==================== design 1
$ cat config.mk
export PLATFORM = sky130hd
export DESIGN_NAME = hazard_forward_unit
export DESIGN_NICKNAME = d
export VERILOG_FILES = /design/src/rtl/hazard_pkg.sv /design/src/rtl/sat_counter.sv /design/src/rtl/hazard_forward_unit.sv
export SDC_FILE = /design/constraint.sdc
export NUM_CORES = 1
export LEC_CHECK = 0
export ABC_AREA = 1
export CAP_MARGIN = 10
export CORE_UTILIZATION = 50
export CTS_CLUSTER_DIAMETER = 50
export DETAILED_ROUTE_END_ITERATION = 8
export PLACE_DENSITY = 0.8
export SLEW_MARGIN = 20
export SYNTH_ARGS = -nofsm -noshare
export SYNTH_HDL_FRONTEND = slang
export SYNTH_SLANG_ARGS = --single-unit
$ cat constraint.sdc
create_clock -name i_clk -period 4.3 [get_ports i_clk]
set_input_delay 0.43 -clock i_clk [delete_from_list [all_inputs] [get_ports i_clk]]
set_output_delay 0.43 -clock i_clk [all_outputs]
set_load 0.005 [all_outputs]
$ cat src/rtl/hazard_pkg.sv
// rtl/hazard_pkg.sv - shared types, constants and match helper for the hazard/forward unit
package hazard_pkg;

  typedef enum logic [1:0] {
    FWD_RF  = 2'b00,
    FWD_WB  = 2'b01,
    FWD_MEM = 2'b10
  } fwd_sel_e;

  localparam logic [4:0] REG_X0 = 5'd0;

  // A source register hits a slot only when it is really read, is not x0 and the slot writes it.
  function automatic logic reg_hit(input logic       used,
                                   input logic [4:0] rs,
                                   input logic       wr,
                                   input logic [4:0] rd);
    return used && (rs != REG_X0) && wr && (rd == rs);
  endfunction

endpackage

$ cat src/rtl/sat_counter.sv
// rtl/sat_counter.sv - event counter that holds at its maximum value
module sat_counter #(
  parameter int W = 16
) (
  input  logic         i_clk,
  input  logic         i_rst,
  input  logic         i_inc,
  output logic [W-1:0] o_cnt
);

  logic [W-1:0] r_cnt;

  always_ff @(posedge i_clk or posedge i_rst) begin
    if (i_rst) begin
      r_cnt <= '0;
    end else if (i_inc && (r_cnt != {W{1'b1}})) begin
      r_cnt <= r_cnt + W'(1);
    end
  end

  assign o_cnt = r_cnt;

endmodule

$ cat src/rtl/hazard_forward_unit.sv
// rtl/hazard_forward_unit.sv - ID-side hazard control: registered EX forward selects,
// load-use stall and branch-redirect flushes, driven from a shadow EX/MEM scoreboard.
module hazard_forward_unit
  import hazard_pkg::*;
#(
  parameter int CNT_W = 16
) (
  input  logic             i_clk,
  input  logic             i_rst,
  input  logic [4:0]       ID_rs1_addr,
  input  logic [4:0]       ID_rs2_addr,
  input  logic             ID_rs1_used,
  input  logic             ID_rs2_used,
  input  logic [4:0]       ID_rd_addr,
  input  logic             ID_rd_wren,
  input  logic             ID_mem_rden,
  input  logic             ID_insn_vld,
  input  logic             MEM_br_sel,
  output logic [1:0]       ID_forward_A,
  output logic [1:0]       ID_forward_B,
  output logic             IF_stall,
  output logic             ID_stall,
  output logic             ID_flush,
  output logic             EX_flush,
  output logic             MEM_flush,
  output logic [CNT_W-1:0] o_stall_cnt,
  output logic [CNT_W-1:0] o_flush_cnt
);

  logic [4:0] r_ex_rd;
  logic       r_ex_wr;
  logic       r_ex_ld;
  logic [4:0] r_mem_rd;
  logic       r_mem_wr;
  fwd_sel_e   r_fwd_a;
  fwd_sel_e   r_fwd_b;

  logic       w_redirect;
  logic       w_hit_ex_a;
  logic       w_hit_ex_b;
  logic       w_hit_mem_a;
  logic       w_hit_mem_b;
  logic       w_stall;
  logic       w_ex_bubble;
  fwd_sel_e   w_fwd_a_nxt;
  fwd_sel_e   w_fwd_b_nxt;

  // Flush outputs must read 0 while reset is held, even if the branch input is high.
  assign w_redirect = MEM_br_sel & ~i_rst;

  assign w_hit_ex_a  = reg_hit(ID_rs1_used, ID_rs1_addr, r_ex_wr,  r_ex_rd);
  assign w_hit_ex_b  = reg_hit(ID_rs2_used, ID_rs2_addr, r_ex_wr,  r_ex_rd);
  assign w_hit_mem_a = reg_hit(ID_rs1_used, ID_rs1_addr, r_mem_wr, r_mem_rd);
  assign w_hit_mem_b = reg_hit(ID_rs2_used, ID_rs2_addr, r_mem_wr, r_mem_rd);

  assign w_stall     = ID_insn_vld & r_ex_ld & (w_hit_ex_a | w_hit_ex_b) & ~w_redirect;
  assign w_ex_bubble = EX_flush | ~ID_insn_vld;

  assign IF_stall  = w_stall;
  assign ID_stall  = w_stall;
  assign ID_flush  = w_redirect;
  assign EX_flush  = w_stall | w_redirect;
  assign MEM_flush = w_redirect;

  // A load still in EX has no data yet, so it can never be a forward source from MEM_alu_data.
  always_comb begin
    w_fwd_a_nxt = FWD_RF;
    w_fwd_b_nxt = FWD_RF;
    if (!w_ex_bubble) begin
      if (w_hit_ex_a && !r_ex_ld) begin
        w_fwd_a_nxt = FWD_MEM;
      end else if (w_hit_mem_a) begin
        w_fwd_a_nxt = FWD_WB;
      end
      if (w_hit_ex_b && !r_ex_ld) begin
        w_fwd_b_nxt = FWD_MEM;
      end else if (w_hit_mem_b) begin
        w_fwd_b_nxt = FWD_WB;
      end
    end
  end

  always_ff @(posedge i_clk or posedge i_rst) begin
    if (i_rst) begin
      r_ex_rd  <= REG_X0;
      r_ex_wr  <= 1'b0;
      r_ex_ld  <= 1'b0;
      r_mem_rd <= REG_X0;
      r_mem_wr <= 1'b0;
      r_fwd_a  <= FWD_RF;
      r_fwd_b  <= FWD_RF;
    end else begin
      r_mem_rd <= r_ex_rd;
      r_mem_wr <= r_ex_wr & ~MEM_flush;
      r_ex_rd  <= ID_rd_addr;
      r_ex_wr  <= ID_rd_wren  & ~w_ex_bubble;
      r_ex_ld  <= ID_mem_rden & ~w_ex_bubble;
      r_fwd_a  <= w_fwd_a_nxt;
      r_fwd_b  <= w_fwd_b_nxt;
    end
  end

  assign ID_forward_A = r_fwd_a;
  assign ID_forward_B = r_fwd_b;

  sat_counter #(.W(CNT_W)) u_stall_cnt (
    .i_clk (i_clk),
    .i_rst (i_rst),
    .i_inc (w_stall),
    .o_cnt (o_stall_cnt)
  );

  sat_counter #(.W(CNT_W)) u_flush_cnt (
    .i_clk (i_clk),
    .i_rst (i_rst),
    .i_inc (w_redirect),
    .o_cnt (o_flush_cnt)
  );

endmodule

==================== design 2
<file path="config.mk">
export PLATFORM = sky130hd
export DESIGN_NAME = ysyx_23060136_idu_scoreboard
export DESIGN_NICKNAME = d
export VERILOG_FILES = /design/src/rtl/ysyx_23060136_idu_scoreboard.sv
export SDC_FILE = /design/constraint.sdc
export NUM_CORES = 1
export LEC_CHECK = 0
export CAP_MARGIN = 40
export CORE_MARGIN = 5
export CORE_UTILIZATION = 31
export CTS_CLUSTER_SIZE = 12
export DETAILED_ROUTE_END_ITERATION = 16
export PLACE_DENSITY_LB_ADDON = 0.1
export SYNTH_ARGS = -nofsm -noshare
export SYNTH_HDL_FRONTEND = slang
export SYNTH_SLANG_ARGS = --single-unit
</file>
<file path="constraint.sdc">
create_clock -name clk -period 4.2 [get_ports clk]
set_input_delay 0.42 -clock clk [delete_from_list [all_inputs] [get_ports clk]]
set_output_delay 0.42 -clock clk [all_outputs]
set_load 0.01 [all_outputs]
</file>
<file path="src/rtl/ysyx_23060136_idu_scoreboard.sv">
// ysyx_23060136_idu_scoreboard
// ----------------------------------------------------------------------------
// In-order issue controller sitting between IDU and EXU. Tracks in-flight GPR
// writes with one pending counter per architectural register (x0 excluded),
// and holds issue on RAW hazards, a full pipeline, a serializing instruction
// waiting for the pipeline to drain, or after a halt instruction has issued.
//
// Optional feature macro: YSYX_23060136_SB_RETIRE_BYPASS_EN
//   When defined, a retire in the current cycle is subtracted from the
//   pending/in-flight counts before the RAW and serialize checks, so the
//   final retire of a blocking writer unblocks issue in that same cycle.
//
// Ports:
//   clk, rst            clock, asynchronous active-low reset
//   IDU_i_*             decoded instruction fields and valid
//   EXU_i_ready         EXU accepts this cycle
//   IDU_o_valid/ready   gated handshake towards EXU / back to IDU register
//   WB_i_retire/rd/RegWr  retire information from write-back
//   IDU_o_stall_*       stall cause flags (qualified with IDU_i_valid)
//   IDU_o_inflight      issued-but-unretired count
//   IDU_o_halted        halted and fully drained
//   IDU_o_sb_err        sticky counter-underflow error
// ----------------------------------------------------------------------------
module ysyx_23060136_idu_scoreboard #(
  parameter int DEPTH = 4,
  parameter int CNT_W = $clog2(DEPTH + 1)
) (
  input  logic             clk,
  input  logic             rst,
  input  logic             IDU_i_valid,
  input  logic [4:0]       IDU_i_rs1,
  input  logic [4:0]       IDU_i_rs2,
  input  logic             IDU_i_use_rs1,
  input  logic             IDU_i_use_rs2,
  input  logic [4:0]       IDU_i_rd,
  input  logic             IDU_i_write_gpr,
  input  logic             IDU_i_serialize,
  input  logic             IDU_i_system_halt,
  input  logic             EXU_i_ready,
  output logic             IDU_o_valid,
  output logic             IDU_o_ready,
  input  logic             WB_i_retire,
  input  logic [4:0]       WB_i_rd,
  input  logic             WB_i_RegWr,
  output logic             IDU_o_stall_raw,
  output logic             IDU_o_stall_full,
  output logic             IDU_o_stall_ser,
  output logic [CNT_W-1:0] IDU_o_inflight,
  output logic             IDU_o_halted,
  output logic             IDU_o_sb_err
);

  localparam logic [1:0] ST_RUN    = 2'd0;
  localparam logic [1:0] ST_DRAIN  = 2'd1;
  localparam logic [1:0] ST_HALTED = 2'd2;

  logic [1:0]       state_reg, state_next;
  logic [CNT_W-1:0] inflight_reg, inflight_next;
  logic             sb_err_reg;

  // Per-register hazard view and underflow detection; bit 0 (x0) stays 0.
  logic [31:0] busy;
  logic [31:0] cnt_underflow;
  logic        issue;

  assign busy[0]          = 1'b0;
  assign cnt_underflow[0] = 1'b0;

  generate
    for (genvar gi = 1; gi < 32; gi++) begin : g_gpr
      localparam logic [4:0] IDX = 5'(gi);
      logic [CNT_W-1:0] cnt_reg;
      logic             inc;
      logic             dec;

      assign inc = issue & IDU_i_write_gpr & (IDU_i_rd == IDX);
      assign dec = WB_i_retire & WB_i_RegWr & (WB_i_rd == IDX);

      // A decrement of an empty counter is dropped (and flagged), so a
      // coincident increment still lands.
      always_ff @(posedge clk or negedge rst) begin
        if (!rst) begin
          cnt_reg <= '0;
        end else if (inc && !(dec && cnt_reg != '0)) begin
          cnt_reg <= cnt_reg + CNT_W'(1);
        end else if (!inc && dec && cnt_reg != '0) begin
          cnt_reg <= cnt_reg - CNT_W'(1);
        end
      end

`ifdef YSYX_23060136_SB_RETIRE_BYPASS_EN
      assign busy[gi] = (cnt_reg != '0) && !(dec && cnt_reg == CNT_W'(1));
`else
      assign busy[gi] = (cnt_reg != '0);
`endif
      assign cnt_underflow[gi] = dec && (cnt_reg == '0);
    end
  endgenerate

  logic raw, full, ser, block, inflight_busy;

`ifdef YSYX_23060136_SB_RETIRE_BYPASS_EN
  assign inflight_busy = (inflight_reg != '0) &&
                         !(WB_i_retire && inflight_reg == CNT_W'(1));
`else
  assign inflight_busy = (inflight_reg != '0);
`endif

  assign raw   = (IDU_i_use_rs1 & busy[IDU_i_rs1]) |
                 (IDU_i_use_rs2 & busy[IDU_i_rs2]);
  assign full  = (inflight_reg == CNT_W'(DEPTH));
  assign ser   = IDU_i_serialize & inflight_busy;
  assign block = raw | full | ser | (state_reg == ST_HALTED);

  assign IDU_o_valid      = IDU_i_valid & ~block;
  assign IDU_o_ready      = ~block & EXU_i_ready;
  assign issue            = IDU_o_valid & EXU_i_ready;
  assign IDU_o_stall_raw  = raw & IDU_i_valid;
  assign IDU_o_stall_full = full & IDU_i_valid;
  assign IDU_o_stall_ser  = ser & IDU_i_valid;
  assign IDU_o_inflight   = inflight_reg;
  assign IDU_o_halted     = (state_reg == ST_HALTED) && (inflight_reg == '0);
  assign IDU_o_sb_err     = sb_err_reg;

  logic retire_dec;
  assign retire_dec = WB_i_retire && (inflight_reg != '0);

  always_comb begin
    inflight_next = inflight_reg;
    if (issue && !retire_dec) begin
      inflight_next = inflight_reg + CNT_W'(1);
    end else if (!issue && retire_dec) begin
      inflight_next = inflight_reg - CNT_W'(1);
    end
  end

  // A halt that issues while still draining is honoured too, so it is
  // never lost to the DRAIN->RUN transition.
  always_comb begin
    state_next = state_reg;
    case (state_reg)
      ST_RUN: begin
        if (issue && IDU_i_system_halt)  state_next = ST_HALTED;
        else if (IDU_i_valid && ser)     state_next = ST_DRAIN;
      end
      ST_DRAIN: begin
        if (issue && IDU_i_system_halt)  state_next = ST_HALTED;
        else if (inflight_reg == '0)     state_next = ST_RUN;
      end
      ST_HALTED: state_next = ST_HALTED;
      default:   state_next = ST_RUN;
    endcase
  end

  always_ff @(posedge clk or negedge rst) begin
    if (!rst) begin
      state_reg    <= ST_RUN;
      inflight_reg <= '0;
      sb_err_reg   <= 1'b0;
    end else begin
      state_reg    <= state_next;
      inflight_reg <= inflight_next;
      if ((WB_i_retire && inflight_reg == '0) || (|cnt_underflow)) begin
        sb_err_reg <= 1'b1;
      end
    end
  end

endmodule

</file>
==================== design 3
===== config.mk =====
export PLATFORM = sky130hd
export DESIGN_NAME = cov_engine
export DESIGN_NICKNAME = d
export VERILOG_FILES = /design/src/rtl/cov_engine.sv
export SDC_FILE = /design/constraint.sdc
export NUM_CORES = 1
export LEC_CHECK = 0
export ABC_AREA = 1
export CAP_MARGIN = 20
export CORE_MARGIN = 2
export CORE_UTILIZATION = 59
export CTS_CLUSTER_DIAMETER = 40
export DETAILED_ROUTE_END_ITERATION = 10
export GPL_ROUTABILITY_DRIVEN = 0
export GPL_TIMING_DRIVEN = 0
export PLACE_DENSITY_LB_ADDON = 0.2
export SYNTH_ARGS = -nofsm -noshare
export SYNTH_HDL_FRONTEND = slang
export SYNTH_SLANG_ARGS = --single-unit

===== constraint.sdc =====
create_clock -name Clk -period 10 [get_ports Clk]
set_clock_uncertainty 0.1 [all_clocks]
set_input_delay 2 -clock Clk [delete_from_list [all_inputs] [get_ports Clk]]
set_output_delay 2 -clock Clk [all_outputs]
set_load 0.01 [all_outputs]

===== src/rtl/cov_engine.sv =====
// cov_engine: fixed-point sample covariance of X[1..N] and Y[1..N] held in a data memory.
// Define COV_SATURATE_EN to clamp the covariance accumulation instead of wrapping.
module cov_engine #(
    parameter int DATA_W = 8,
    parameter int FRAC_W = 8,
    parameter int ADDR_W = 8
) (
    input  logic              Clk,
    input  logic              Reset,
    input  logic              Start,
    output logic              Ack,
    output logic [ADDR_W-1:0] MemRdAddr,
    input  logic [DATA_W-1:0] MemRdData,
    output logic              MemWrEn,
    output logic [ADDR_W-1:0] MemWrAddr,
    output logic [DATA_W-1:0] MemWrData
);

    localparam int RES_W = DATA_W + FRAC_W;
    localparam int CNT_W = $clog2(RES_W);

    localparam logic [3:0] S_IDLE  = 4'd0;
    localparam logic [3:0] S_ARM   = 4'd1;
    localparam logic [3:0] S_RD_N  = 4'd2;
    localparam logic [3:0] S_ACC_X = 4'd3;
    localparam logic [3:0] S_DIV_X = 4'd4;
    localparam logic [3:0] S_ACC_Y = 4'd5;
    localparam logic [3:0] S_DIV_Y = 4'd6;
    localparam logic [3:0] S_ACC_C = 4'd7;
    localparam logic [3:0] S_DIV_C = 4'd8;
    localparam logic [3:0] S_WR_HI = 4'd9;
    localparam logic [3:0] S_WR_LO = 4'd10;
    localparam logic [3:0] S_DONE  = 4'd11;

    logic [3:0]        state;
    logic [ADDR_W-1:0] n;
    logic [ADDR_W-1:0] idx;
    logic [ADDR_W-1:0] rcv;
    logic [ADDR_W-1:0] rd_addr;
    logic              iss_done;
    logic              phase;
    logic              issue;
    logic              issue_y;
    logic              pend;
    logic              pend_y;
    logic [RES_W-1:0]  acc;
    logic [RES_W-1:0]  x_bar;
    logic [RES_W-1:0]  y_bar;
    logic [RES_W-1:0]  dx;
    logic [RES_W-1:0]  result;
    logic [RES_W-1:0]  div_q;
    logic [ADDR_W-1:0] div_rem;
    logic              div_neg;
    logic [CNT_W-1:0]  div_cnt;

    logic [RES_W-1:0]   samp;
    logic [ADDR_W-1:0]  n_in;
    logic [RES_W-1:0]   dy;
    logic [2*RES_W-1:0] prod;
    logic [RES_W-1:0]   term;
    logic [RES_W-1:0]   sum_next;
    logic [RES_W-1:0]   c_next;
    logic [RES_W-1:0]   div_in;
    logic [RES_W-1:0]   div_mag;
    logic [ADDR_W:0]    rem_sh;
    logic               div_bit;
    logic [ADDR_W-1:0]  rem_next;
    logic [RES_W-1:0]   q_next;
    logic [RES_W-1:0]   q_signed;
    logic               div_last;
    logic [ADDR_W-1:0]  wr_base;
`ifdef COV_SATURATE_EN
    logic [RES_W:0]     csum_wide;
`endif

    // NOTE: every combinational output is given a value on every path so no latch is inferred.
    always_comb begin
        samp     = {MemRdData, {FRAC_W{1'b0}}};
        n_in     = ADDR_W'(MemRdData);
        dy       = samp - y_bar;
        prod     = {{RES_W{dx[RES_W-1]}}, dx} * {{RES_W{dy[RES_W-1]}}, dy};
        term     = RES_W'($signed(prod) >>> FRAC_W);
        sum_next = acc + samp;
`ifdef COV_SATURATE_EN
        csum_wide = {acc[RES_W-1], acc} + {term[RES_W-1], term};
        if (csum_wide[RES_W] != csum_wide[RES_W-1])
            c_next = csum_wide[RES_W] ? {1'b1, {(RES_W-1){1'b0}}} : {1'b0, {(RES_W-1){1'b1}}};
        else
            c_next = csum_wide[RES_W-1:0];
`else
        c_next = acc + term;
`endif
        // Restoring divide on the magnitude; the sign is reapplied on the last step.
        div_in   = (state == S_ACC_C) ? c_next : sum_next;
        div_mag  = div_in[RES_W-1] ? (~div_in + RES_W'(1)) : div_in;
        rem_sh   = {div_rem, div_q[RES_W-1]};
        div_bit  = (rem_sh >= {1'b0, n});
        rem_next = div_bit ? ADDR_W'(rem_sh - {1'b0, n}) : ADDR_W'(rem_sh);
        q_next   = {div_q[RES_W-2:0], div_bit};
        q_signed = div_neg ? (~q_next + RES_W'(1)) : q_next;
        div_last = (div_cnt == CNT_W'(RES_W - 1));
    end

    always_comb begin
        MemWrEn   = 1'b0;
        MemWrAddr = '0;
        MemWrData = '0;
        wr_base   = n + n;
        case (state)
            S_WR_HI: begin
                MemWrEn   = 1'b1;
                MemWrAddr = wr_base + ADDR_W'(1);
                MemWrData = DATA_W'(result >> DATA_W);
            end
            S_WR_LO: begin
                MemWrEn   = 1'b1;
                MemWrAddr = wr_base + ADDR_W'(2);
                MemWrData = DATA_W'(result);
            end
            default: ;
        endcase
    end

    assign Ack       = (state == S_DONE);
    assign MemRdAddr = rd_addr;

    // NOTE: sequential state uses non-blocking assignments only; reset clears every register.
    always_ff @(posedge Clk) begin
        if (Reset) begin
            state    <= S_IDLE;
            n        <= '0;
            idx      <= '0;
            rcv      <= '0;
            rd_addr  <= '0;
            iss_done <= 1'b0;
            phase    <= 1'b0;
            issue    <= 1'b0;
            issue_y  <= 1'b0;
            pend     <= 1'b0;
            pend_y   <= 1'b0;
            acc      <= '0;
            x_bar    <= '0;
            y_bar    <= '0;
            dx       <= '0;
            result   <= '0;
            div_q    <= '0;
            div_rem  <= '0;
            div_neg  <= 1'b0;
            div_cnt  <= '0;
        end else begin
            // Read data returns one cycle after the address; pend marks that cycle.
            issue   <= 1'b0;
            issue_y <= 1'b0;
            pend    <= issue;
            pend_y  <= issue_y;
            case (state)
                S_IDLE, S_DONE: begin
                    if (Start) state <= S_ARM;
                end
                S_ARM: begin
                    if (!Start) begin
                        state   <= S_RD_N;
                        rd_addr <= '0;
                        issue   <= 1'b1;
                    end
                end
                S_RD_N: begin
                    if (pend) begin
                        n        <= n_in;
                        acc      <= '0;
                        idx      <= ADDR_W'(1);
                        rcv      <= ADDR_W'(1);
                        iss_done <= 1'b0;
                        phase    <= 1'b0;
                        if (n_in == '0) begin
                            result <= '0;
                            state  <= S_WR_HI;
                        end else begin
                            state  <= S_ACC_X;
                        end
                    end
                end
                S_ACC_X, S_ACC_Y: begin
                    if (!iss_done) begin
                        rd_addr <= (state == S_ACC_Y) ? n + idx : idx;
                        issue   <= 1'b1;
                        if (idx == n) iss_done <= 1'b1;
                        else          idx      <= idx + ADDR_W'(1);
                    end
                    if (pend) begin
                        acc <= sum_next;
                        if (rcv == n) begin
                            state   <= (state == S_ACC_X) ? S_DIV_X : S_DIV_Y;
                            div_neg <= div_in[RES_W-1];
                            div_q   <= div_mag;
                            div_rem <= '0;
                            div_cnt <= '0;
                        end else begin
                            rcv <= rcv + ADDR_W'(1);
                        end
                    end
                end
                S_ACC_C: begin
                    // Reads alternate X[i], Y[i]; dx is held until its Y partner arrives.
                    if (!iss_done) begin
                        issue <= 1'b1;
                        phase <= ~phase;
                        if (!phase) begin
                            rd_addr <= idx;
                        end else begin
                            rd_addr <= n + idx;
                            issue_y <= 1'b1;
                            if (idx == n) iss_done <= 1'b1;
                            else          idx      <= idx + ADDR_W'(1);
                        end
                    end
                    if (pend) begin
                        if (!pend_y) begin
                            dx <= samp - x_bar;
                        end else begin
                            acc <= c_next;
                            if (rcv == n) begin
                                state   <= S_DIV_C;
                                div_neg <= div_in[RES_W-1];
                                div_q   <= div_mag;
                                div_rem <= '0;
                                div_cnt <= '0;
                            end else begin
                                rcv <= rcv + ADDR_W'(1);
                            end
                        end
                    end
                end
                S_DIV_X, S_DIV_Y, S_DIV_C: begin
                    div_q   <= q_next;
                    div_rem <= rem_next;
                    div_cnt <= div_cnt + CNT_W'(1);
                    if (div_last) begin
                        acc      <= '0;
                        idx      <= ADDR_W'(1);
                        rcv      <= ADDR_W'(1);
                        iss_done <= 1'b0;
                        phase    <= 1'b0;
                        case (state)
                            S_DIV_X: begin
                                x_bar <= q_signed;
                                state <= S_ACC_Y;
                            end
                            S_DIV_Y: begin
                                y_bar <= q_signed;
                                state <= S_ACC_C;
                            end
                            default: begin
                                result <= q_signed;
                                state  <= S_WR_HI;
                            end
                        endcase
                    end
                end
                S_WR_HI: state <= S_WR_LO;
                S_WR_LO: state <= S_DONE;
                default: state <= S_IDLE;
            endcase
        end
    end

endmodule



## Gallery

Metal 3.
Plate I
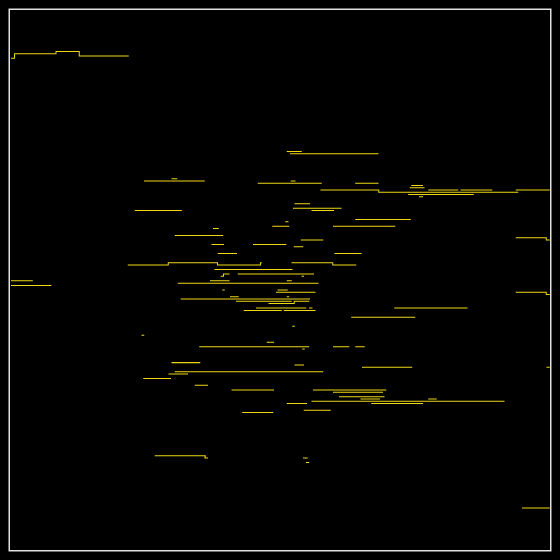
Plate II
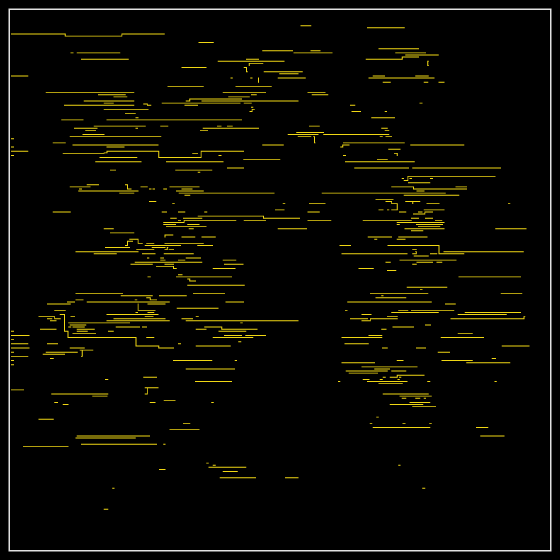
Plate III
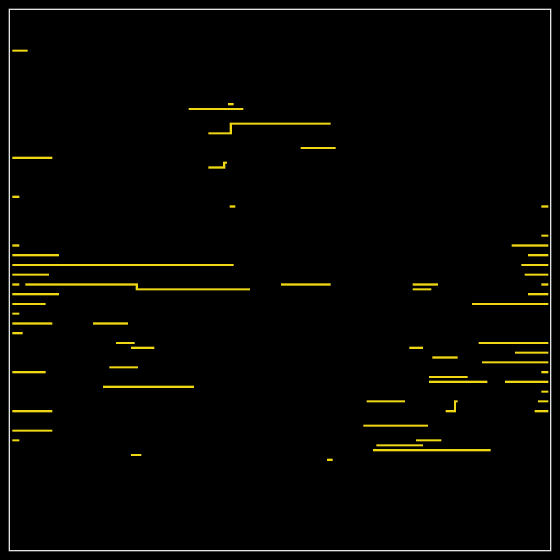
| from | picture |
|---|---|
| design 2 | Plate I |
| design 3 | Plate II |
| design 1 | Plate III |

Key to Plate II:
main direction: horizontal
share of all routed wire: 6.1%

Design 2, met2 routing:
The bar under the picture is 50 um long.
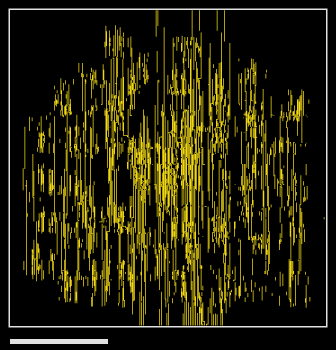
nets with wire on the layer: 750
share of all routed wire: 49%
main direction: vertical
longest straight run: 73.6 um
routing usage on met2: 0.303
vias: 5835

==> impl_metrics.yaml, design 2 <==
# flow metrics
status:
  outcome: "complete, no violations"
detailed_routing:
  ant_nets: 0
  top_layer_used: "met4"
floorplanning:
  num_rows: 55
clocking:
  worstSkewPairLatency_ns: 0.36
worst_setup_path:
  critPathMaxFanout: 32
  r2r_start: "g_gpr[29].cnt_reg[0]"
  r2r_slack_ns: 0.25
synth:
  floorplan.nets: 771
sta:
  post-route-min-period_ns: 4.11
  worst_pin_slew_ns: 0.844
cells_and_area:
  mostFrequentLayoutCells: "99 x dfrtp_1, 70 x xnor2_1, 64 x nor2_1"
  comb_area_sq_um: 4530
  instances_no_fill: 1058
pwr:
  power.total_mw: 3.65
grt:
  grt_use_met3: 0.0325
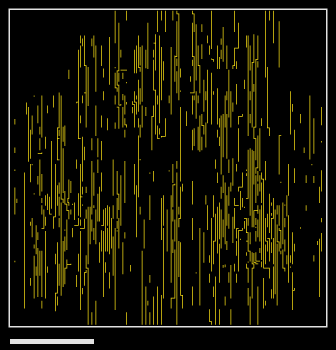
Design 1: met2 routing
The bar under the picture is 20 um long.
nets with wire on the layer: 336
main direction: vertical
share of all routed wire: 48%
wire length on this layer: 2760 um
longest straight run: 36.2 um
Routed Wire Length: 5790 um
routing usage on met2: 0.379
vias: 2266

==> impl_metrics.yaml, design 1 <==
# flow metrics
placement:
  dpl.hpwl_um: 4340
  preCtsSetupSlack_ns: 1.64
  placed_cell_area_sq_um: 3370
min_path:
  min_to: "r_mem_rd[3]"
cells_and_area:
  dominant_cells: "logic gates"
  fin_area_sq_um: 3500
  mostFrequentLayoutCells: "104 x nand2_1, 63 x clkdlybuf4s50_1, 49 x dfrtp_1"
  buffers: 64
worst_setup_path:
  critPathMaxFanout: 4
sta:
  tns_ns: 0
  finalSetupViolCount: 0
  hold_viol: 0
pwr:
  p_comb_frac: 0.153
  p_int_uw: 818
status:
  outcome: "complete, no violations"
clocking:
  cts-hold-fix-buffers: 0
floorplanning:
  fp.dieH_um: 75.4
synth:
  common_cells: "104 x nand2_1, 49 x dfrtp_1, 34 x inv_1"
  ys_warn_count: 0
grt:
  grtUsageMet1: 0.295
detailed_routing:
  top_layer_used: "met4"
Design 3, port wiring:
The bar under the picture is 50 um long.
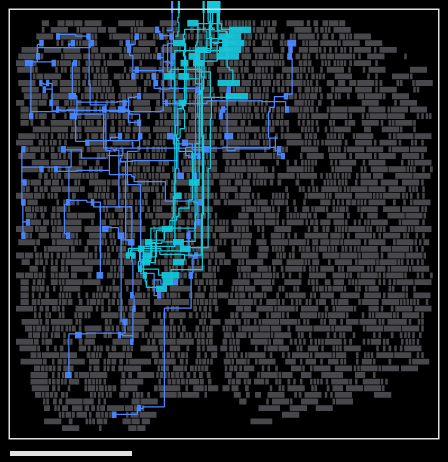
[cyan] `MemRdData` | direction: input | edge: north | end cells: 36 | buffers: 8 | wire: 1290 um
[blue] `Reset` | direction: input | edge: north | end cells: 93 | buffers: 11 | wire: 1650 um
Buffers on Ports: 36
io pins: 37

==> impl_metrics.yaml, design 3 <==
# flow metrics
sta:
  tns_ns: 0
  maxSlewViolCount: 0
grt:
  grt_pass1_vias: 16200
cells_and_area:
  drive_above_1_share: 0.0680
  num-multi-input-gates: 1680
  mostFrequentLayoutCells: "534 x inv_1, 440 x nand2_1, 215 x nor2_1"
  final_nets: 2861
  antenna_cells: 0
  clkbuf_count: 20
min_path:
  min_path_cells: 2
  min_from: "issue_y"
  hp-class: "flip-flop to flip-flop"
pwr:
  swShare: 0.425
  ir_drop_v: 0.000198
  p_switching_uw: 997
  power_frac_seq: 0.309
  p_int_mw: 1.35
  power_clock_uw: 634
floorplanning:
  nWellTaps: 384
  initial_core_util: 0.601
  num_rows: 62
clocking:
  numCtsBuffers: 17
  clockBufferDepth: 2
  htree_num_levels: 4
  ctsRootBufferMaster: "clkbuf_16"
synth:
  xor_share: 0.0343
  common_cells: "543 x inv_1, 459 x nand2_1, 220 x nor2_1"
  syn_area_per_cell_sq_um: 7.06
  synthMuxAreaShare: 0
  postSynthSeqShare: 0.174
  ys_warn_count: 0
worst_setup_path:
  ff2ff_path_depth: 45
  r2r_end: "div_q[7]"
  r2r_slack_ns: 0.88
  cp_top_family: "adder cells"
  startpoint: "MemRdData[0]"
  cpPeakStageDelay_ns: 0.53
detailed_routing:
  wl_met1_um: 20000
  dr.first_iter.drc_count: 1627
  remaining_drc_errors: 0
  num_vias: 16500
status:
  outcome: "complete, no violations"
job:
  cap_viol_max_count: 0
placement:
  placed_cell_area_sq_um: 18200
  dpl.hpwl_um: 40200


==> layout pictures side by side <==
Routing congestion map.
(a)
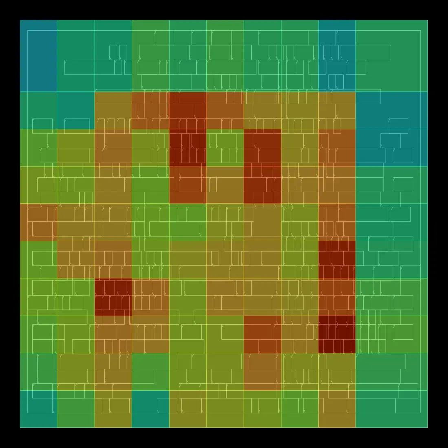
(b)
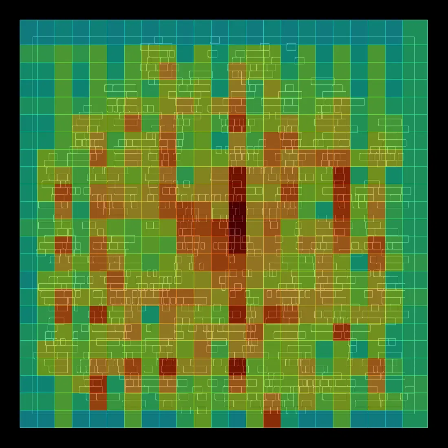
(c)
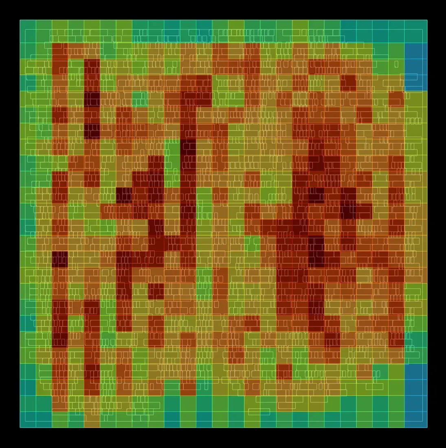
Design 1 is (a).
Design 2 is (b).
Design 3 is (c).
Of these, highest track usage: (c)
Of these, least wire per cell: (a)

Power is estimated from default activity; no workload was simulated.
